# ---- if_id_pipe ----
Figure 1. M3 wires (if_id_pipe).
The bar under the picture is 20 um long.
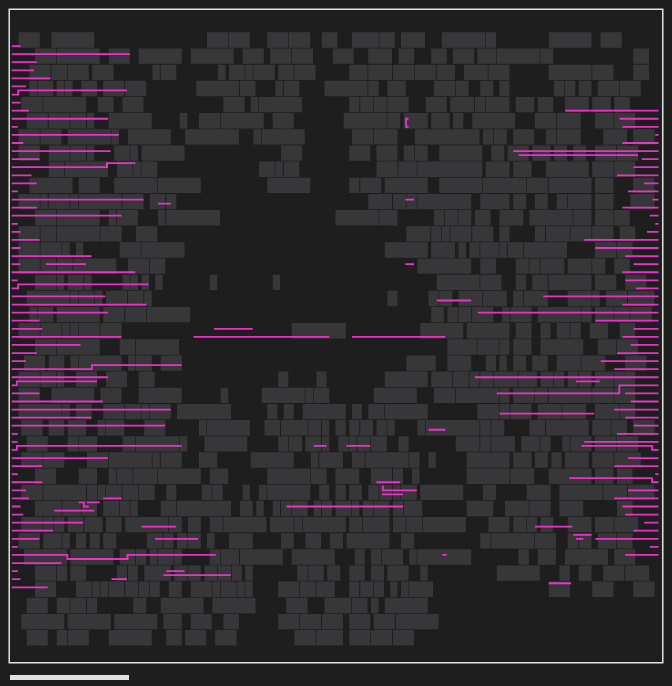

`config.mk`:
```
export PLATFORM = sky130hd
export DESIGN_NAME = if_id_pipe
export DESIGN_NICKNAME = d
export VERILOG_FILES = /design/src/rtl/if_id_pipe_pkg.sv /design/src/rtl/if_id_pipe_inst_hold_buf.sv /design/src/rtl/if_id_pipe.sv
export SDC_FILE = /design/constraint.sdc
export NUM_CORES = 1
export LEC_CHECK = 0
export CORE_UTILIZATION = 41
export DETAILED_ROUTE_END_ITERATION = 6
export GPL_TIMING_DRIVEN = 0
export PLACE_DENSITY = 0.85
export SLEW_MARGIN = 20
export SYNTH_ARGS = -nofsm -noshare
export SYNTH_HDL_FRONTEND = slang
export SYNTH_HIERARCHICAL = 1
export SYNTH_SLANG_ARGS = --single-unit
```
`constraint.sdc`:
```
create_clock -name clk -period 2.6 [get_ports clk]
set_clock_uncertainty 0.1 [all_clocks]
set_input_delay 0.78 -clock clk [delete_from_list [all_inputs] [get_ports clk]]
set_output_delay 0.78 -clock clk [all_outputs]
set_load 0.05 [all_outputs]
```
`src/rtl/if_id_pipe_pkg.sv`:
```
// Shared types and constants for the IF/ID pipeline register.
// Also holds the per-edge action decode that fixes the stall/flush priority.
package if_id_pipe_pkg;

    localparam logic STOP       = 1'b1;
    localparam logic NO_STOP    = 1'b0;
    localparam logic RST_ENABLE = 1'b1;

    typedef enum logic [1:0] {
        ACT_ADVANCE,
        ACT_HOLD,
        ACT_BUBBLE,
        ACT_FLUSH
    } pipe_act_e;

    // Flush beats any stall; a stalled stage whose successor runs must emit a bubble.
    function automatic pipe_act_e decode_act(
        input logic flush,
        input logic stall_self,
        input logic stall_next
    );
        if (flush)
            return ACT_FLUSH;
        else if (stall_self == STOP && stall_next == NO_STOP)
            return ACT_BUBBLE;
        else if (stall_self == STOP)
            return ACT_HOLD;
        else
            return ACT_ADVANCE;
    endfunction

endpackage

```
`src/rtl/if_id_pipe_inst_hold_buf.sv`:
```
// Capture register that freezes synchronous-IMEM data while the stage is held.
// clr has priority over capture, so a flush or bubble always releases the buffer.
module inst_hold_buf
    import if_id_pipe_pkg::*;
#(
    parameter int WIDTH = 32
) (
    input  logic             clk,
    input  logic             rst,
    input  logic             clr,
    input  logic             capture,
    input  logic [WIDTH-1:0] din,
    output logic [WIDTH-1:0] dout,
    output logic             vld
);

    logic [WIDTH-1:0] data_d, data_q;
    logic             vld_d, vld_q;

    always_comb begin
        data_d = data_q;
        vld_d  = vld_q;
        if (clr) begin
            vld_d = 1'b0;
        end else if (capture) begin
            data_d = din;
            vld_d  = 1'b1;
        end
    end

    always_ff @(posedge clk) begin
        if (rst == RST_ENABLE) begin
            data_q <= '0;
            vld_q  <= 1'b0;
        end else begin
            data_q <= data_d;
            vld_q  <= vld_d;
        end
    end

    assign dout = data_q;
    assign vld  = vld_q;

endmodule

```
`src/rtl/if_id_pipe.sv`:
```
// IF/ID pipeline register: PC, LANES instruction lanes and per-lane valids into decode.
// Supports synchronous-IMEM passthrough with a hold buffer, or fully registered capture.
module if_id_pipe
    import if_id_pipe_pkg::*;
#(
    parameter int                ADDR_W    = 32,
    parameter int                INST_W    = 32,
    parameter int                LANES     = 1,
    parameter int                STALL_W   = 6,
    parameter int                STAGE_IDX = 1,
    parameter int                INST_REG  = 0,
    parameter logic [ADDR_W-1:0] RESET_PC  = '0,
    parameter int                CNT_W     = 16
) (
    input  logic                      clk,
    input  logic                      rst,
    input  logic [ADDR_W-1:0]         if_pc,
    input  logic [LANES*INST_W-1:0]   if_inst,
    input  logic [LANES-1:0]          if_valid,
    input  logic [STALL_W-1:0]        stall,
    input  logic                      flush,
    output logic [ADDR_W-1:0]         id_pc,
    output logic [LANES*INST_W-1:0]   id_inst,
    output logic [LANES-1:0]          id_valid,
    output logic [CNT_W-1:0]          stall_cnt,
    output logic [CNT_W-1:0]          bubble_cnt
);

    localparam int LW = LANES * INST_W;

    pipe_act_e         act;
    logic [ADDR_W-1:0] pc_d, pc_q;
    logic [LANES-1:0]  valid_d, valid_q;
    logic [CNT_W-1:0]  stall_cnt_d, stall_cnt_q;
    logic [CNT_W-1:0]  bubble_cnt_d, bubble_cnt_q;
    logic [LW-1:0]     raw_inst;
    logic              unused_stall;

    assign act          = decode_act(flush, stall[STAGE_IDX], stall[STAGE_IDX+1]);
    assign unused_stall = ^stall;

    always_comb begin
        pc_d         = pc_q;
        valid_d      = valid_q;
        stall_cnt_d  = stall_cnt_q;
        bubble_cnt_d = bubble_cnt_q;
        case (act)
            ACT_FLUSH, ACT_BUBBLE: begin
                pc_d    = RESET_PC;
                valid_d = '0;
                if (!(&bubble_cnt_q))
                    bubble_cnt_d = bubble_cnt_q + 1'b1;
            end
            ACT_HOLD: begin
                if (!(&stall_cnt_q))
                    stall_cnt_d = stall_cnt_q + 1'b1;
            end
            default: begin
                pc_d    = if_pc;
                valid_d = if_valid;
            end
        endcase
    end

    always_ff @(posedge clk) begin
        if (rst == RST_ENABLE) begin
            pc_q         <= RESET_PC;
            valid_q      <= '0;
            stall_cnt_q  <= '0;
            bubble_cnt_q <= '0;
        end else begin
            pc_q         <= pc_d;
            valid_q      <= valid_d;
            stall_cnt_q  <= stall_cnt_d;
            bubble_cnt_q <= bubble_cnt_d;
        end
    end

    generate
        if (INST_REG == 0) begin : g_hold
            // IMEM already lags its PC by one cycle; the buffer only keeps
            // decode from seeing the address change made during a hold.
            logic          hold_vld;
            logic          hold_capture;
            logic          hold_clr;
            logic [LW-1:0] hold_dout;

            assign hold_capture = (act == ACT_HOLD) && !hold_vld;
            assign hold_clr     = (act != ACT_HOLD);

            inst_hold_buf #(
                .WIDTH (LW)
            ) u_hold (
                .clk     (clk),
                .rst     (rst),
                .clr     (hold_clr),
                .capture (hold_capture),
                .din     (id_inst),
                .dout    (hold_dout),
                .vld     (hold_vld)
            );

            assign raw_inst = hold_vld ? hold_dout : if_inst;
        end else begin : g_reg
            logic [LW-1:0] inst_d, inst_q;

            always_comb begin
                inst_d = inst_q;
                if (act == ACT_ADVANCE)
                    inst_d = if_inst;
            end

            always_ff @(posedge clk) begin
                if (rst == RST_ENABLE)
                    inst_q <= '0;
                else
                    inst_q <= inst_d;
            end

            assign raw_inst = inst_q;
        end
    endgenerate

    always_comb begin
        id_inst = '0;
        for (int i = 0; i < LANES; i++)
            id_inst[i*INST_W +: INST_W] = raw_inst[i*INST_W +: INST_W] & {INST_W{valid_q[i]}};
    end

    assign id_pc      = pc_q;
    assign id_valid   = valid_q;
    assign stall_cnt  = stall_cnt_q;
    assign bubble_cnt = bubble_cnt_q;

endmodule

```
# ---- vga_timing_gen ----
**src/rtl/vga_timing_pkg.sv**
```systemverilog
// Video mode constants for the VGA raster timing generator.
// Also holds the shared helper that sums an axis into its total length.
package vga_timing_pkg;

    // 640x480@60, 25.175 MHz pixel clock, both syncs active-low
    localparam int VGA640_H_ACTIVE   = 640;
    localparam int VGA640_H_FP       = 16;
    localparam int VGA640_H_SYNC     = 96;
    localparam int VGA640_H_BP       = 48;
    localparam int VGA640_V_ACTIVE   = 480;
    localparam int VGA640_V_FP       = 10;
    localparam int VGA640_V_SYNC     = 2;
    localparam int VGA640_V_BP       = 33;
    localparam bit VGA640_H_SYNC_POL = 1'b0;
    localparam bit VGA640_V_SYNC_POL = 1'b0;

    // 800x600@60, 40 MHz pixel clock, both syncs active-high
    localparam int SVGA800_H_ACTIVE   = 800;
    localparam int SVGA800_H_FP       = 40;
    localparam int SVGA800_H_SYNC     = 128;
    localparam int SVGA800_H_BP       = 88;
    localparam int SVGA800_V_ACTIVE   = 600;
    localparam int SVGA800_V_FP       = 1;
    localparam int SVGA800_V_SYNC     = 4;
    localparam int SVGA800_V_BP       = 23;
    localparam bit SVGA800_H_SYNC_POL = 1'b1;
    localparam bit SVGA800_V_SYNC_POL = 1'b1;

    function automatic int axis_total(input int active, input int fp, input int sync, input int bp);
        return active + fp + sync + bp;
    endfunction

endpackage

```
**src/rtl/vga_axis_counter.sv**
```systemverilog
// One raster axis: position counter with sync, active and last flags.
// Flags are computed from the next position so they stay aligned with pos.
module vga_axis_counter
    import vga_timing_pkg::*;
#(
    parameter int ACTIVE = VGA640_H_ACTIVE,
    parameter int FP     = VGA640_H_FP,
    parameter int SYNC   = VGA640_H_SYNC,
    parameter int BP     = VGA640_H_BP,
    parameter bit POL    = VGA640_H_SYNC_POL,
    localparam int TOTAL = axis_total(ACTIVE, FP, SYNC, BP),
    localparam int W     = $clog2(TOTAL)
) (
    input  logic         clk,
    input  logic         reset,
    input  logic         step,
    output logic [W-1:0] pos,
    output logic         sync,
    output logic         active,
    output logic         last
);

    localparam logic [W-1:0] ACTIVE_END = W'(ACTIVE);
    localparam logic [W-1:0] SYNC_FIRST = W'(ACTIVE + FP);
    localparam logic [W-1:0] SYNC_LAST  = W'(ACTIVE + FP + SYNC - 1);
    localparam logic [W-1:0] LAST_POS   = W'(TOTAL - 1);

    if (ACTIVE < 1 || SYNC < 1 || FP < 0 || BP < 0) begin : g_bad_params
        $error("vga_axis_counter: ACTIVE and SYNC must be non-zero, porches non-negative");
    end

    logic [W-1:0] pos_d, pos_q;
    logic         sync_d, sync_q;
    logic         active_d, active_q;
    logic         last_d, last_q;

    // Next position and the flags describing that next position
    always_comb begin
        pos_d = pos_q;
        if (reset) begin
            pos_d = '0;
        end else if (step) begin
            pos_d = last_q ? '0 : pos_q + W'(1);
        end else begin
            pos_d = pos_q;
        end
        sync_d   = ((pos_d >= SYNC_FIRST) && (pos_d <= SYNC_LAST)) ? POL : !POL;
        active_d = (pos_d < ACTIVE_END);
        last_d   = (pos_d == LAST_POS);
    end

    // Position and flag registers
    always_ff @(posedge clk) begin
        pos_q    <= pos_d;
        sync_q   <= sync_d;
        active_q <= active_d;
        last_q   <= last_d;
    end

    assign pos    = pos_q;
    assign sync   = sync_q;
    assign active = active_q;
    assign last   = last_q;

endmodule

```
**src/rtl/vga_timing_gen.sv**
```systemverilog
// VGA raster timing generator: x/y coordinates, hsync/vsync, display enable
// and line/frame end markers from a pixel clock qualified by ce.
module vga_timing_gen
    import vga_timing_pkg::*;
#(
    parameter int H_ACTIVE   = VGA640_H_ACTIVE,
    parameter int H_FP       = VGA640_H_FP,
    parameter int H_SYNC     = VGA640_H_SYNC,
    parameter int H_BP       = VGA640_H_BP,
    parameter int V_ACTIVE   = VGA640_V_ACTIVE,
    parameter int V_FP       = VGA640_V_FP,
    parameter int V_SYNC     = VGA640_V_SYNC,
    parameter int V_BP       = VGA640_V_BP,
    parameter bit H_SYNC_POL = VGA640_H_SYNC_POL,
    parameter bit V_SYNC_POL = VGA640_V_SYNC_POL,
    localparam int H_TOTAL   = axis_total(H_ACTIVE, H_FP, H_SYNC, H_BP),
    localparam int V_TOTAL   = axis_total(V_ACTIVE, V_FP, V_SYNC, V_BP),
    localparam int XW        = $clog2(H_TOTAL),
    localparam int YW        = $clog2(V_TOTAL)
) (
    input  logic          clk,
    input  logic          reset,
    input  logic          ce,
    output logic          hsync,
    output logic          vsync,
    output logic          de,
    output logic [XW-1:0] x,
    output logic [YW-1:0] y,
    output logic          line_end,
    output logic          frame_end
);

    logic h_active, h_last;
    logic v_active, v_last;
    logic v_step;

    // The vertical axis advances on the ce edge that wraps x
    assign v_step = ce && h_last;

    vga_axis_counter #(
        .ACTIVE (H_ACTIVE),
        .FP     (H_FP),
        .SYNC   (H_SYNC),
        .BP     (H_BP),
        .POL    (H_SYNC_POL)
    ) u_h (
        .clk    (clk),
        .reset  (reset),
        .step   (ce),
        .pos    (x),
        .sync   (hsync),
        .active (h_active),
        .last   (h_last)
    );

    vga_axis_counter #(
        .ACTIVE (V_ACTIVE),
        .FP     (V_FP),
        .SYNC   (V_SYNC),
        .BP     (V_BP),
        .POL    (V_SYNC_POL)
    ) u_v (
        .clk    (clk),
        .reset  (reset),
        .step   (v_step),
        .pos    (y),
        .sync   (vsync),
        .active (v_active),
        .last   (v_last)
    );

    // Both operands are flop outputs of the same position, so no skew to x/y
    assign de        = h_active && v_active;
    assign line_end  = h_last;
    assign frame_end = h_last && v_last;

endmodule

```
**config.mk**
```make
export PLATFORM = sky130hd
export DESIGN_NAME = vga_timing_gen
export DESIGN_NICKNAME = d
export VERILOG_FILES = /design/src/rtl/vga_timing_pkg.sv /design/src/rtl/vga_axis_counter.sv /design/src/rtl/vga_timing_gen.sv
export SDC_FILE = /design/constraint.sdc
export NUM_CORES = 1
export LEC_CHECK = 0
export ABC_AREA = 1
export CAP_MARGIN = 20
export CORE_UTILIZATION = 46
export CTS_BUF_LIST = sky130_fd_sc_hd__clkbuf_16
export DETAILED_ROUTE_END_ITERATION = 8
export GPL_ROUTABILITY_DRIVEN = 0
export PLACE_DENSITY = 0.8
export SYNTH_ARGS = -nofsm -noshare
export SYNTH_HDL_FRONTEND = slang
export SYNTH_HIERARCHICAL = 1
export SYNTH_SLANG_ARGS = --single-unit
```
**constraint.sdc**
```tcl
create_clock -name clk -period 1.55 [get_ports clk]
set_clock_uncertainty 0.2 [all_clocks]
set_input_delay 0.465 -clock clk [delete_from_list [all_inputs] [get_ports clk]]
set_output_delay 0.465 -clock clk [all_outputs]
set_load 0.01 [all_outputs]
```
# ---- colour_sequence_gen ----
===== src/rtl/colour_sequence_gen.sv =====
// rtl/colour_sequence_gen.sv - random colour generator with sequence memory and timed replay
//
// Purpose:
//   A free-running Galois LFSR is sampled on gen_req and mapped to a 3-bit RGB
//   colour that is appended to a small sequence buffer. replay_req plays the
//   stored sequence back as SHOW_CYC-cycle colour pulses separated by GAP_CYC
//   blank cycles.
//
// Ports:
//   clock        in   system clock, rising edge
//   reset        in   asynchronous reset, active-high
//   clear        in   synchronous clear of the sequence, FSM back to IDLE
//   gen_req      in   append one random colour (strobe)
//   replay_req   in   start playback of the stored sequence (strobe)
//   col_out      out  RGB colour {R,G,B}, 000 when not valid
//   col_valid    out  col_out is meaningful this cycle
//   replay_busy  out  high while showing or gapping
//   replay_done  out  one-cycle pulse at end of playback
//   overflow     out  one-cycle pulse when gen_req is refused (buffer full)
//   seq_len      out  number of stored colours, 0..DEPTH
//   full         out  seq_len == DEPTH

module colour_sequence_gen #(
  parameter int                LFSR_W   = 8,
  parameter logic [LFSR_W-1:0] TAPS     = 8'hB8,
  parameter logic [LFSR_W-1:0] SEED     = 8'hA5,
  parameter int                COL_BITS = 2,
  parameter int                DEPTH    = 16,
  parameter int                SHOW_CYC = 4,
  parameter int                GAP_CYC  = 2
) (
  input  logic                     clock,
  input  logic                     reset,
  input  logic                     clear,
  input  logic                     gen_req,
  input  logic                     replay_req,
  output logic [2:0]               col_out,
  output logic                     col_valid,
  output logic                     replay_busy,
  output logic                     replay_done,
  output logic                     overflow,
  output logic [$clog2(DEPTH):0]   seq_len,
  output logic                     full
);

  localparam int PTR_W = $clog2(DEPTH);
  localparam int LEN_W = PTR_W + 1;
  localparam int CNT_W = $clog2(SHOW_CYC + GAP_CYC) + 1;

  localparam logic [CNT_W-1:0] SHOW_LAST = CNT_W'(SHOW_CYC - 1);
  localparam logic [CNT_W-1:0] GAP_LAST  = CNT_W'(GAP_CYC - 1);
  localparam logic [LEN_W-1:0] LEN_FULL  = LEN_W'(DEPTH);

  typedef enum logic [1:0] {IDLE, SHOW, GAP} state_t;

  function automatic logic [2:0] palette(input logic [2:0] idx);
    case (idx)
      3'd0:    palette = 3'b100;
      3'd1:    palette = 3'b001;
      3'd2:    palette = 3'b110;
      3'd3:    palette = 3'b010;
      3'd4:    palette = 3'b101;
      3'd5:    palette = 3'b011;
      3'd6:    palette = 3'b111;
      default: palette = 3'b000;
    endcase
  endfunction

  state_t            state, state_d;
  logic [CNT_W-1:0]  cnt, cnt_d;
  logic [PTR_W-1:0]  rd_ptr, rd_ptr_d;
  logic [LEN_W-1:0]  seq_len_d;
  logic [LFSR_W-1:0] lfsr, lfsr_d;
  logic [2:0]        col_d;
  logic              valid_d, busy_d, done_d, ovf_d, full_d;
  logic              we;
  logic [2:0]        mem [DEPTH];

  logic [COL_BITS-1:0] idx;
  logic [2:0]          gen_colour;

  assign idx        = lfsr[LFSR_W-1 -: COL_BITS];
  assign gen_colour = palette(3'(idx));

  // LFSR runs every cycle; an all-zero state would lock up, so it reloads SEED.
  always_comb begin
    if (lfsr == '0)
      lfsr_d = SEED;
    else
      lfsr_d = (lfsr >> 1) ^ (lfsr[0] ? TAPS : '0);
  end

  // Outputs are computed here as next-cycle values and registered below, so
  // they line up with the state they describe.
  always_comb begin
    state_d   = state;
    cnt_d     = cnt;
    rd_ptr_d  = rd_ptr;
    seq_len_d = seq_len;
    col_d     = 3'b000;
    valid_d   = 1'b0;
    busy_d    = 1'b0;
    done_d    = 1'b0;
    ovf_d     = 1'b0;
    we        = 1'b0;

    if (clear) begin
      state_d   = IDLE;
      cnt_d     = '0;
      rd_ptr_d  = '0;
      seq_len_d = '0;
    end else begin
      case (state)
        IDLE: begin
          if (gen_req) begin
            // gen_req outranks replay_req; a simultaneous replay is dropped.
            if (!full) begin
              we        = !reset;
              seq_len_d = seq_len + LEN_W'(1);
              col_d     = gen_colour;
              valid_d   = 1'b1;
            end else begin
              ovf_d = 1'b1;
            end
          end else if (replay_req) begin
            if (seq_len == '0) begin
              done_d = 1'b1;
            end else begin
              state_d  = SHOW;
              cnt_d    = '0;
              rd_ptr_d = '0;
              col_d    = mem[0];
              valid_d  = 1'b1;
              busy_d   = 1'b1;
            end
          end
        end
        SHOW: begin
          busy_d = 1'b1;
          if (cnt == SHOW_LAST) begin
            state_d = GAP;
            cnt_d   = '0;
          end else begin
            cnt_d   = cnt + CNT_W'(1);
            col_d   = mem[rd_ptr];
            valid_d = 1'b1;
          end
        end
        GAP: begin
          if (cnt == GAP_LAST) begin
            cnt_d = '0;
            if ({1'b0, rd_ptr} == seq_len - LEN_W'(1)) begin
              state_d = IDLE;
              done_d  = 1'b1;
            end else begin
              state_d  = SHOW;
              rd_ptr_d = rd_ptr + PTR_W'(1);
              col_d    = mem[rd_ptr + PTR_W'(1)];
              valid_d  = 1'b1;
              busy_d   = 1'b1;
            end
          end else begin
            cnt_d  = cnt + CNT_W'(1);
            busy_d = 1'b1;
          end
        end
        default: state_d = IDLE;
      endcase
    end

    full_d = (seq_len_d == LEN_FULL);
  end

  always_ff @(posedge clock or posedge reset) begin
    if (reset) begin
      state       <= IDLE;
      cnt         <= '0;
      rd_ptr      <= '0;
      seq_len     <= '0;
      lfsr        <= SEED;
      col_out     <= 3'b000;
      col_valid   <= 1'b0;
      replay_busy <= 1'b0;
      replay_done <= 1'b0;
      overflow    <= 1'b0;
      full        <= 1'b0;
    end else begin
      state       <= state_d;
      cnt         <= cnt_d;
      rd_ptr      <= rd_ptr_d;
      seq_len     <= seq_len_d;
      lfsr        <= lfsr_d;
      col_out     <= col_d;
      col_valid   <= valid_d;
      replay_busy <= busy_d;
      replay_done <= done_d;
      overflow    <= ovf_d;
      full        <= full_d;
    end
  end

  // Sequence RAM has no reset.
  always_ff @(posedge clock) begin
    if (we)
      mem[seq_len[PTR_W-1:0]] <= gen_colour;
  end

endmodule


===== config.mk =====
export PLATFORM = sky130hd
export DESIGN_NAME = colour_sequence_gen
export DESIGN_NICKNAME = d
export VERILOG_FILES = /design/src/rtl/colour_sequence_gen.sv
export SDC_FILE = /design/constraint.sdc
export NUM_CORES = 1
export LEC_CHECK = 0
export CAP_MARGIN = 20
export CORE_MARGIN = 4
export CORE_UTILIZATION = 48
export DETAILED_ROUTE_END_ITERATION = 8
export GPL_ROUTABILITY_DRIVEN = 0
export GPL_TIMING_DRIVEN = 0
export MAX_ROUTING_LAYER = met4
export PLACE_DENSITY = 0.79
export SYNTH_ARGS = -nofsm -noshare
export SYNTH_HDL_FRONTEND = slang
export SYNTH_SLANG_ARGS = --single-unit

===== constraint.sdc =====
create_clock -name clock -period 2.7 [get_ports clock]
set_input_delay 0.405 -clock clock [delete_from_list [all_inputs] [get_ports clock]]
set_output_delay 0.405 -clock clock [all_outputs]
set_load 0.02 [all_outputs]

# ---- edge_mode_sched ----
**src/rtl/edge_mode_sched_pkg.sv**
```systemverilog
// edge_mode_sched_pkg
// Shared definitions for the edge-pipeline mode sequencer:
//   - sequencer state encoding
//   - warm-up border widths per kernel (lines/columns discarded after a (re)start)
//   - default active-video geometry
//   - warmup_k(): maps a mode pair {grayscale, sobel_5} to its border width
package edge_mode_sched_pkg;

    typedef enum logic [1:0] {
        ST_IDLE = 2'd0,
        ST_FILL = 2'd1,
        ST_RUN  = 2'd2
    } state_t;

    localparam logic [2:0] K_SOBEL5 = 3'd4;
    localparam logic [2:0] K_SOBEL3 = 3'd2;
    localparam logic [2:0] K_GRAY   = 3'd0;

    localparam int H_ACTIVE_DEF = 1024;
    localparam int V_ACTIVE_DEF = 768;

    // Grayscale bypasses the kernels entirely, so it needs no border.
    function automatic logic [2:0] warmup_k(input logic gs, input logic s5);
        if (gs)      return K_GRAY;
        else if (s5) return K_SOBEL5;
        else         return K_SOBEL3;
    endfunction

endpackage

```
**src/rtl/edge_mode_sched_blank_delay.sv**
```systemverilog
// blank_delay
// 1-bit shift chain that delay-matches the blank qualifier to the datapath.
// Synchronous active-high reset fills every stage with 1, so nothing is
// marked valid until real qualifier values have propagated through.
// Ports:
//   clock  in  1  pixel clock
//   reset  in  1  synchronous, active-high
//   din    in  1  raw blank
//   dout   out 1  raw blank delayed DEPTH clocks
module blank_delay #(
    parameter int DEPTH = 6
) (
    input  logic clock,
    input  logic reset,
    input  logic din,
    output logic dout
);

    logic [DEPTH-1:0] taps;

    always_ff @(posedge clock) begin
        if (reset) begin
            taps <= '1;
        end else begin
            taps[0] <= din;
            for (int i = 1; i < DEPTH; i++) begin
                taps[i] <= taps[i-1];
            end
        end
    end

    assign dout = taps[DEPTH-1];

endmodule

```
**src/rtl/edge_mode_sched.sv**
```systemverilog
// edge_mode_sched
// Frame-synchronous sequencer for the grayscale / 3x3 / 5x5 Sobel edge
// pipeline. Switch requests and threshold changes are committed only at
// frame_start; a warm-up border is blanked after reset or a mode change, and
// the blank qualifier is delay-matched to the datapath output.
//
// Optional feature macro: EDGE_THRESH_ADJ_EN
//   defined   - thresh_up/thresh_down adjust a saturating shadow threshold,
//               copied to `threshold` at each frame_start
//   undefined - `threshold` is the constant THRESH_INIT, no registers built
//
// Ports:
//   clock        in  1   pixel clock, rising edge
//   reset        in  1   synchronous, active-high
//   hcount       in  11  horizontal pixel counter
//   vcount       in  10  vertical line counter
//   frame_start  in  1   pulse at hcount=0, vcount=0
//   grayscale_sw in  1   async switch, grayscale passthrough request
//   sobel5_sw    in  1   async switch, 1=5x5 kernel, 0=3x3
//   thresh_up    in  1   debounced pulse, raise threshold
//   thresh_down  in  1   debounced pulse, lower threshold
//   grayscale    out 1   committed grayscale mode
//   sobel_5      out 1   committed kernel select
//   threshold    out 8   committed threshold
//   blank        out 1   pixel leaving the datapath this cycle is invalid
//   pix_valid    out 1   ~blank
//   mode_busy    out 1   change pending or warm-up in progress
//
// state | meaning
// ------+----------------------------------------------------------
// IDLE  | after reset, waiting for the first frame_start
// FILL  | kernel line buffers warming up, waiting for line_cnt >= K
// RUN   | output valid inside the border; commits mode changes at frame_start
module edge_mode_sched
    import edge_mode_sched_pkg::*;
#(
    parameter int         H_ACTIVE    = H_ACTIVE_DEF,
    parameter int         V_ACTIVE    = V_ACTIVE_DEF,
    parameter int         PIPE_LAT    = 6,
    parameter logic [7:0] THRESH_INIT = 8'd64,
    parameter logic [7:0] THRESH_STEP = 8'd8
) (
    input  logic        clock,
    input  logic        reset,
    input  logic [10:0] hcount,
    input  logic [9:0]  vcount,
    input  logic        frame_start,
    input  logic        grayscale_sw,
    input  logic        sobel5_sw,
    input  logic        thresh_up,
    input  logic        thresh_down,
    output logic        grayscale,
    output logic        sobel_5,
    output logic [7:0]  threshold,
    output logic        blank,
    output logic        pix_valid,
    output logic        mode_busy
);

    state_t     state, state_nxt;
    logic       gs_meta, gs_sync, s5_meta, s5_sync;
    logic [1:0] req_mode;
    logic [2:0] line_cnt;
    logic [2:0] k;
    logic       commit;
    logic       raw_blank;

    // Synchronizers reset to the default committed mode so a quiet switch
    // bank does not look like a pending request straight out of reset.
    always_ff @(posedge clock) begin
        if (reset) begin
            {gs_meta, gs_sync, s5_meta, s5_sync} <= 4'b0011;
        end else begin
            gs_meta <= grayscale_sw;
            gs_sync <= gs_meta;
            s5_meta <= sobel5_sw;
            s5_sync <= s5_meta;
        end
    end

    assign req_mode = {gs_sync, s5_sync};
    assign k        = warmup_k(grayscale, sobel_5);

    always_ff @(posedge clock) begin
        if (reset) state <= ST_IDLE;
        else       state <= state_nxt;
    end

    always_comb begin
        state_nxt = state;
        unique case (state)
            ST_IDLE: if (frame_start)     state_nxt = ST_FILL;
            ST_FILL: if (line_cnt >= k)   state_nxt = ST_RUN;
            ST_RUN:  if (commit)          state_nxt = ST_FILL;
            default:                      state_nxt = ST_IDLE;
        endcase
    end

    always_comb begin
        commit    = (state == ST_RUN) && frame_start && (req_mode != {grayscale, sobel_5});
        raw_blank = (state != ST_RUN)
                  || (hcount >= 11'(H_ACTIVE))
                  || (vcount >= 10'(V_ACTIVE))
                  || (vcount < {7'd0, k})
                  || (hcount < {8'd0, k});
        mode_busy = (req_mode != {grayscale, sobel_5}) || (state != ST_RUN);
    end

    always_ff @(posedge clock) begin
        if (reset) begin
            grayscale <= 1'b0;
            sobel_5   <= 1'b1;
        end else if (commit) begin
            {grayscale, sobel_5} <= req_mode;
        end
    end

    // FILL is only ever entered on frame_start, so clearing here also
    // covers the "cleared on FILL entry" case.
    always_ff @(posedge clock) begin
        if (reset) begin
            line_cnt <= 3'd0;
        end else if (frame_start) begin
            line_cnt <= 3'd0;
        end else if (hcount == 11'd0 && vcount < 10'(V_ACTIVE) && line_cnt != 3'd7) begin
            line_cnt <= line_cnt + 3'd1;
        end
    end

    blank_delay #(.DEPTH(PIPE_LAT)) u_blank_delay (
        .clock (clock),
        .reset (reset),
        .din   (raw_blank),
        .dout  (blank)
    );

    assign pix_valid = ~blank;

`ifdef EDGE_THRESH_ADJ_EN
    logic [7:0] shadow;
    logic [8:0] up_sum;

    assign up_sum = {1'b0, shadow} + {1'b0, THRESH_STEP};

    always_ff @(posedge clock) begin
        if (reset) begin
            shadow    <= THRESH_INIT;
            threshold <= THRESH_INIT;
        end else begin
            if (frame_start) threshold <= shadow;
            if (thresh_up && !thresh_down) begin
                shadow <= up_sum[8] ? 8'd255 : up_sum[7:0];
            end else if (thresh_down && !thresh_up) begin
                shadow <= (shadow < THRESH_STEP) ? 8'd0 : shadow - THRESH_STEP;
            end
        end
    end
`else
    logic unused_thresh;
    assign unused_thresh = thresh_up ^ thresh_down ^ (|THRESH_STEP);
    assign threshold     = THRESH_INIT;
`endif

endmodule
```
**config.mk**
```make
export PLATFORM = sky130hd
export DESIGN_NAME = edge_mode_sched
export DESIGN_NICKNAME = d
export VERILOG_FILES = /design/src/rtl/edge_mode_sched_pkg.sv /design/src/rtl/edge_mode_sched_blank_delay.sv /design/src/rtl/edge_mode_sched.sv
export SDC_FILE = /design/constraint.sdc
export NUM_CORES = 1
export LEC_CHECK = 0
export CAP_MARGIN = 20
export CORE_ASPECT_RATIO = 1.4
export CORE_MARGIN = 5
export CORE_UTILIZATION = 23
export CTS_BUF_LIST = sky130_fd_sc_hd__clkbuf_8
export DETAILED_ROUTE_END_ITERATION = 10
export HOLD_SLACK_MARGIN = 0.08
export PLACE_DENSITY = 0.53
export SLEW_MARGIN = 20
export SYNTH_ARGS = -nofsm -noshare
export SYNTH_HDL_FRONTEND = slang
export SYNTH_SLANG_ARGS = --single-unit
```
**constraint.sdc**
```tcl
create_clock -name clock -period 1.8 [get_ports clock]
set_input_delay 0.27 -clock clock [delete_from_list [all_inputs] [get_ports clock]]
set_output_delay 0.27 -clock clock [all_outputs]
set_load 0.05 [all_outputs]
```
Figure 2. Routed clock nets over the placement (colour_sequence_gen).
The bar under the picture is 20 um long.
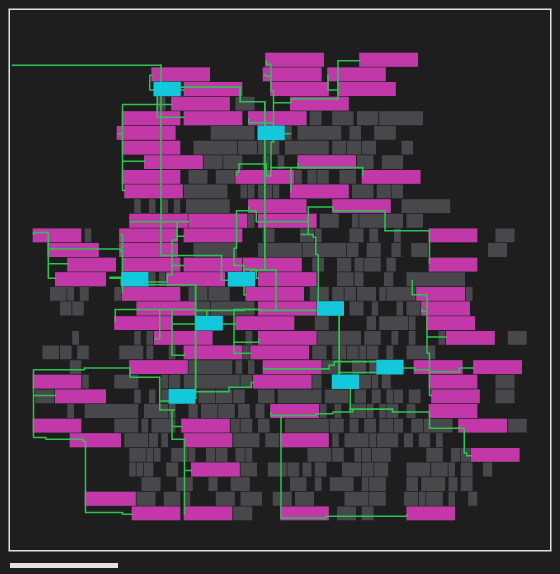
[cyan] clock drivers | count: 9
[green] clock wires | length: 945 um
[magenta] flip-flops | count: 79
flops lie: all over the die
Latency at later pin: 360 ps
Worst Skew: 17.0 ps
P_clk: 864 uW
clock share of power: 0.269

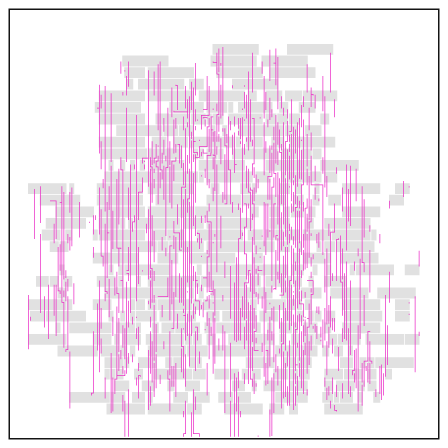
Figure 3: colour_sequence_gen, the metal 2 layer.
wire length on this layer: 4430 um
longest straight run: 43.5 um
M2 GR Usage: 0.306
WL final: 8.93 mm
total number of vias: 2767

==> qor.txt, colour_sequence_gen <==
Most frequent cells after synthesis: 48 x edfxtp_1, 36 x nor2_1, 27 x dfrtp_1
MaxCap Viol Count: 0
Cell Rows: 33
Critical path data required time: 2940 ps
Slew @ Worst Pin: 1040 ps
Critical path launch point type: register
Cell area after layout: 4650 um^2
Fp_density: 0.496
Synth Cell Area: 4100 um^2
Post-synth EDFFs: 48
CP Capture Point: col_out[0]$_DFF_PP0_
Mapped Cells: 322
Signal inverters: 9
Hold slack final: 407 ps
Gr ovfl total: 0
Tapcell Cnt: 105
Post-synthesis sequential area ratio: 0.543
CTS buffer count: 9
Setup TNS: 0 ps
Net Sw Power: 1.01 mW
# port buffers: 17
Syn_nets: 340
Finished Layout Cells: 462
Top cell type by instance count after synthesis: edfxtp_1
Post-synth ARST share: 0.392
Most frequent logic cell in the layout: edfxtp_1
Clock buf count: 11
Slew margin rel.: 0.303
Average wire per standard cell: 19.3 um
Mapped Avg Cell Area: 12.7 um^2
Worst-case reg-to-reg path depth: 6
Max-area cell class: flip-flops and latches
Clock-pin slew on the worst setup and hold paths: 90 ps
Outcome: finished, final reports clean
Leakage power total: 1.76 nW
Top cells, area: edfxtp_1 35%, dfrtp_1 16%, mux4_2 9.3%
Place WS: -368 ps
Yosys warning count: 0
R2R setup slack: 140 ps
Layout Nets: 370
Placed Cells: 445
Total combinational power: 934 uW
==> colour_sequence_gen: what timing repair did <==
item | in CTS | in global routing
setup endpoints to repair | 3 | 53
setup buffers | 0 | 0
resized | 3 | 4
==> colour_sequence_gen: registers in the layout, summed over array words and instances, names as in the netlist <==
register,flops
mem,48
full,1
replay_done,1
col_valid,1
cnt,4
replay_busy,1
lfsr,8
rd_ptr,4
seq_len,5
state,2
overflow,1
col_out,3
==> colour_sequence_gen: worst max-delay path, cell delays in order, from the launching register on <==
cell and delay [ps]:
dfrtp_1 510, ha_4 380, clkbuf_4 280, mux4_2 550, a211oi_1 330, a21oi_1 70, a211o_1 330
==> colour_sequence_gen: per-layer routing <==
layer / global-route usage / wire, um
met1: 0.246 / 3740
met4: 0.0653 / 187
met5: - / 0
met2: 0.306 / 4430
met3: 0.0382 / 575
==> colour_sequence_gen: cell families (layout without fill, tap and decap cells) <==
logic type      Yosys count  count (layout)  share of synthesized area
xor+xnor                 13              13                     0.0278
mux                      37              37                      0.149
fa+ha+maj                13              13                     0.0397
simple gates            101             101                      0.126
flops                    79              79                      0.543
buf+inv                  26              61                     0.0272
compound gates           53              53                     0.0874
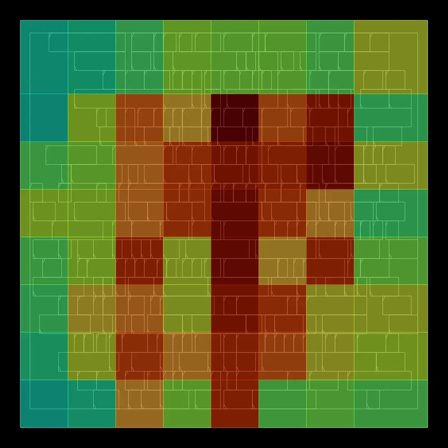
Figure 4: vga_timing_gen, routing congestion map.
Most Used Layer, Global Route: met2
gr usage total: 0.272

==> qor.txt, vga_timing_gen <==
Outcome: complete, but fails checks
Failing checks: setup timing
Reg2reg end: u_v/last$_DFF_P_
CP bufs+invs: 2
N_diodes: 0
CP max-delay cell: dfxtp_2
Drt pass-1 iters: 4
Worst hold path type: reg -> reg
Latency at later pin: 270 ps
Pint: 1.24 mW
Most frequent cells after synthesis: 44 x nand2_1, 36 x inv_1, 26 x dfxtp_1
Placed Cells: 308
CTS buffer count: 3
Fmax: 0.558 GHz
Worst Min Path Start: u_h/pos[3]$_DFF_P_
Met3 WL: 194 um
# port buffers: 27
Synth-to-layout area growth: 61.9%
Placed Area: 2040 um^2
CTS tree: built
Setup TNS: -1290 ps
CP delay by family, top: simple AND/OR/NAND/NOR gates
R2R setup slack: -240 ps
Post-synth EDFFs: 0
Simple Share, Synth: 0.457
Post-DP HPWL: 2.57 mm
Worst setup margin: -243 ps
Routed Antenna Nets: 0
Hold endpoint: u_h/pos[3]$_DFF_P_
Vias in the first global route: 1550
Total number of vias: 1614
Initial antenna violation count: 0
Mapped Cells: 208
Worst r2r src: u_v/pos[1]$_DFF_P_
Pwr Total: 1.57 mW
Met2 wire len: 2.46 mm
Final setup fails: 11
Combinational power share: 0.073
Sw frac: 0.208
Largest type area fraction: 0.349
Yosys Instances: 208
Post-synthesis sequential area ratio: 0.349
Die height: 58.9 um
Area fraction in mux cells: 0
Cell area after layout: 2410 um^2
Slew @ Worst Pin: 233 ps
Share of cells above drive strength 1: 0.516
M2 GR Usage: 0.506
Sequential Power Share: 0.432
Clk root buf: clkbuf_16
Synth Area in Compound Gates: 0.0478
CP Capture Point: u_v/last$_DFF_P_
CTS Hold Bufs: 0
## vga_timing_gen: power groups by stage
stage | combinational, mW | clock, mW | sequential, mW
after floorplan | 0.0454 | 0 | 0.701
after global placement | 0.0850 | 0 | 0.696
after detailed placement | 0.0887 | 0 | 0.696
after CTS | 0.108 | 0.776 | 0.676
after global routing | 0.127 | 0.799 | 0.677
final | 0.115 | 0.774 | 0.676
## vga_timing_gen: final cells by class
class | instances | area [um^2]
Fill cell | 212 | 638
Tap cell | 44 | 55.1
Clock inverter | 1 | 30.0
Inverter | 41 | 171
Multi-Input combinational cell | 139 | 951
Timing Repair Buffer | 71 | 589
Sequential cell | 26 | 543
Clock buffer | 3 | 75.1
## vga_timing_gen: cell usage in the layout, fill, tap and decap left out, types with 8 or more instances in the layout
| cell type | instances |
|---|---|
| buf_4 | 34 |
| dfxtp_1 | 16 |
| nand2_1 | 36 |
| buf_6 | 12 |
| clkbuf_2 | 8 |
| nand3_2 | 13 |
| nor2_4 | 12 |
| inv_1 | 32 |
| nor2_1 | 15 |
| nand3_1 | 11 |
| nand2_2 | 13 |
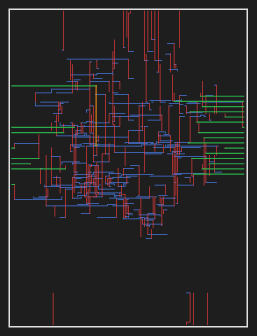
Figure 5: edge_mode_sched, wiring by layer.
| color | layer | wire length |
|---|---|---|
| blue | metal 1 | 706 um |
| orange | metal 4 | 15.6 um |
| red | metal 2 | 865 um |
| green | metal 3 | 249 um |
gr usage total: 0.0749
average wire per standard cell: 11.2 um
WL final: 1.84 mm

==> qor.txt, edge_mode_sched <==
Outcome: finished, final reports clean
Drt pass-1 iters: 2
MaxCap Viol Count: 0
FILL cells: 397
Net Sw Power: 191 uW
Comb area: 469 um^2
Area fraction in mux cells: 0.0576
Total number of vias: 731
CTS tree: built
Final hold violation count: 0
PD cells: 652 nW/um^2
Most frequent cells after synthesis: 17 x dfxtp_1, 9 x buf_4, 7 x or2_2
OpenROAD warning count: 29
Initial antenna violation count: 0
NonClk Buf Share: 0.245
Cell area after layout: 1220 um^2
First-pass GRT wire length: 2.90 mm
RSZ-0062 raised after global routing: no
Largest net degree at the start of global routing: 11
Mapped Cells: 91
DIE WIDTH: 62.0 um
Clock buf count: 3
Worst setup EP type: output port
edge_mode_sched: per-stage QoR:
step / utilization / hold slack (ps)
3_3_place_gp: 0.321 / 394
6_report: 0.334 / 413
4_1_cts: 0.334 / 416
2_1_floorplan: - / 342
5_1_grt: 0.334 / 426
3_5_place_dp: 0.321 / 397
edge_mode_sched: final timing paths:
check        slack [ps]                                to  cells past startpoint                              from
max                 120                         mode_busy                      3              sobel_5$_SDFFE_PP1P_
max reg2reg         270             state[1]$_SDFFE_PP0P_                      5              sobel_5$_SDFFE_PP1P_
min                 410  u_blank_delay.taps[5]$_SDFF_PP1_                      1  u_blank_delay.taps[4]$_SDFF_PP1_
min reg2reg         410  u_blank_delay.taps[5]$_SDFF_PP1_                      1  u_blank_delay.taps[4]$_SDFF_PP1_
edge_mode_sched: metal layers:
layer  up-vias  global-route usage  wire length (um)
met4         0              0.0446                15
met2        24               0.114               865
li1        364                   -                 -
met3         2              0.0327               248
met5         -                   0                 0
met1       341              0.0841               706
edge_mode_sched: worst max-delay path: stages, from the launching register on:
cell	delay [ps]
dfxtp_1	460
xor2_1	120
or3_1	380
buf_4	200
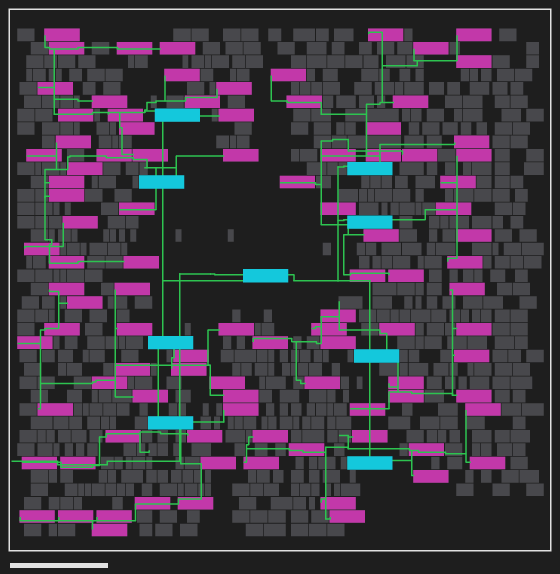
Figure 6: if_id_pipe, routed clock nets over the placement.
The bar under the picture is 20 um long.
[cyan] clock drivers | count: 9
[green] clock wires | length: 1220 um
[magenta] flip-flops | count: 98
flops lie: all over the die
clock share of power: 0.421
P_clk: 1.43 mW
Latency at later pin: 330 ps

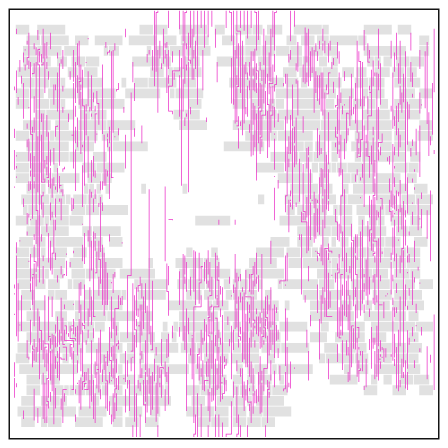
Figure 7: if_id_pipe, the metal 2 layer.
main direction: vertical
share of all routed wire: 48%
longest straight run: 55.8 um
wire length on this layer: 6690 um
nets with wire on the layer: 708
WL final: 13.9 mm
total number of vias: 4814
M2 GR Usage: 0.392

About Figure 1:
wire length on this layer: 1260 um
share of all routed wire: 9.0%
global routing met3 resource utilization: 0.0670

==> qor.txt, if_id_pipe <==
Outcome: complete, but fails checks
Failing checks: setup timing
Synth Area in Adders: 0.00525
Postcts setup bufs: 3
Max FO, Critical Path: 2
M1 wire length: 5.88 mm
Highest routed layer: met4
H-Tree Depth: 3
Largest type area fraction: 0.412
Cell Rows: 38
Mapped Cells: 530
Synth logic family: simple AND/OR/NAND/NOR gates
Mapped Avg Cell Area: 8.99 um^2
Synth Cell Area: 4760 um^2
Worst hold path type: reg -> reg
Comb/total area: 0.379
Placer Congestion: 0.865
Die height: 110 um
IO Pins: 171
Flop count: 98
Share of cells above drive strength 1: 0.161
Synth Area in Compound Gates: 0.163
Gr ovfl total: 0
Most Used Layer, Global Route: met2
Place WS: -756 ps
# port buffers: 165
N_diodes: 0
CTS tree: built
Core area: 11100 um^2
Met3 WL: 1.26 mm
Resized cells post-CTS: 208
Comb area: 2670 um^2
Pwr Total: 3.41 mW
CTS Hold Bufs: 0
Slew @ Worst Pin: 682 ps
Total combinational power: 438 uW
Chip Area: 12000 um^2
Cell area after layout: 7050 um^2
MaxCap Viol Count: 0
Placed Area: 6660 um^2
First-pass GRT wire length: 21.5 mm
Yosys warning count: 6
Worst setup EP type: output port
Sequential Power Share: 0.451
Met2 wire len: 6.69 mm
Fp_density: 0.430
Yosys chip area: 4760 um^2
Hold slack final: 368 ps
Yosys Instances: 530
Clock network area share: 0.0454
Top cell type by instance count after synthesis: dfxtp_1
Final setup fails: 1
Worst setup margin: -21.9 ps
WP data arrival: 1740 ps
Critical path data required time: 1720 ps
-- if_id_pipe: cell usage in the layout (no fill, tap or decap), types with 24 or more instances in the layout --
master / count
o21ai_1: 30
nor2b_2: 30
clkdlybuf4s50_1: 123
nor2_1: 43
nand4bb_1: 32
dfxtp_1: 98
mux2i_1: 33
a22oi_1: 33
buf_4: 25
nand2b_1: 33
clkbuf_1: 24
-- if_id_pipe: logic make-up (layout without fill, tap and decap cells) --
group / count (synthesis) / count (layout)
compound gates: 124 / 124
mux: 36 / 36
fa+ha+maj: 2 / 2
flops: 98 / 98
buf+inv: 52 / 238
simple gates: 218 / 218
-- if_id_pipe: worst max-delay path: stages --
cell             delay (ps)
clkdlybuf4s50_1         490
mux2i_1                 100
nor2b_2                 190
buf_6                   180
-- if_id_pipe: worst paths after layout --
check	cells past startpoint	to	start
min reg2reg	2	g_hold.u_hold/dout[10]$_SDFFE_PP0P_	g_hold.u_hold/dout[10]$_SDFFE_PP0P_
min	2	g_hold.u_hold/dout[10]$_SDFFE_PP0P_	g_hold.u_hold/dout[10]$_SDFFE_PP0P_
max reg2reg	6	stall_cnt[1]$_SDFFE_PP0P_	stall_cnt[0]$_SDFFE_PP0P_
max	4	id_inst[28]	if_inst[28]


## Gallery

Routing congestion map.
(a)
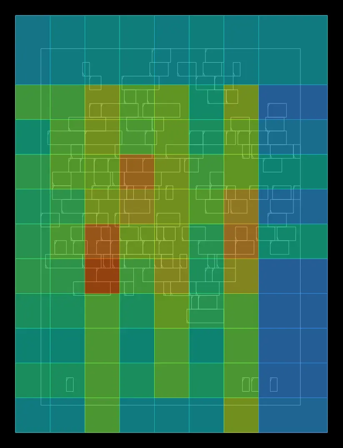
(b)
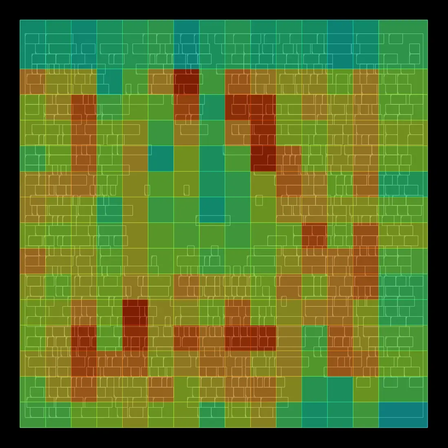
(c)
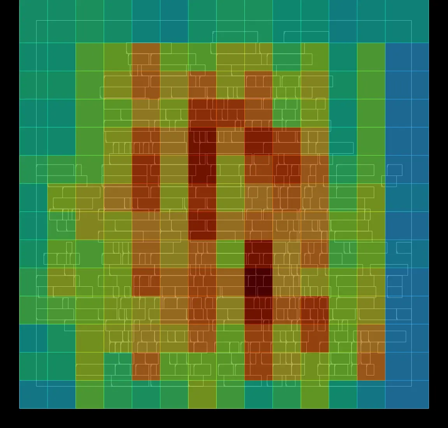
(c) is colour_sequence_gen.
(b) is if_id_pipe.
(a) is edge_mode_sched.


==> layout pictures side by side <==
Wiring by layer.
Plate I
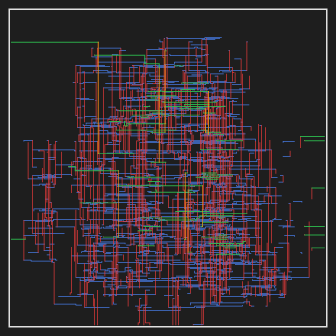
Plate II
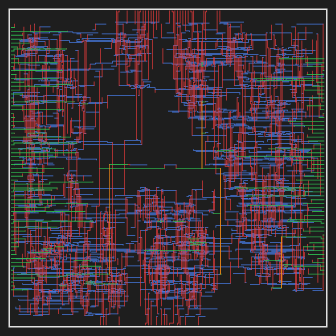
Plate III
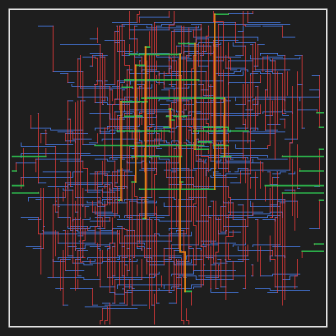
The one with the least wire is Plate III.
| from | picture |
|---|---|
| colour_sequence_gen | Plate I |
| vga_timing_gen | Plate III |
| if_id_pipe | Plate II |

Key to Plate I:
| color | layer | wire length |
|---|---|---|
| blue | metal 1 | 3740 um |
| red | metal 2 | 4430 um |
| orange | metal 4 | 187 um |
| green | metal 3 | 575 um |

No activity file was given, so power comes from the tool's default toggle rates.
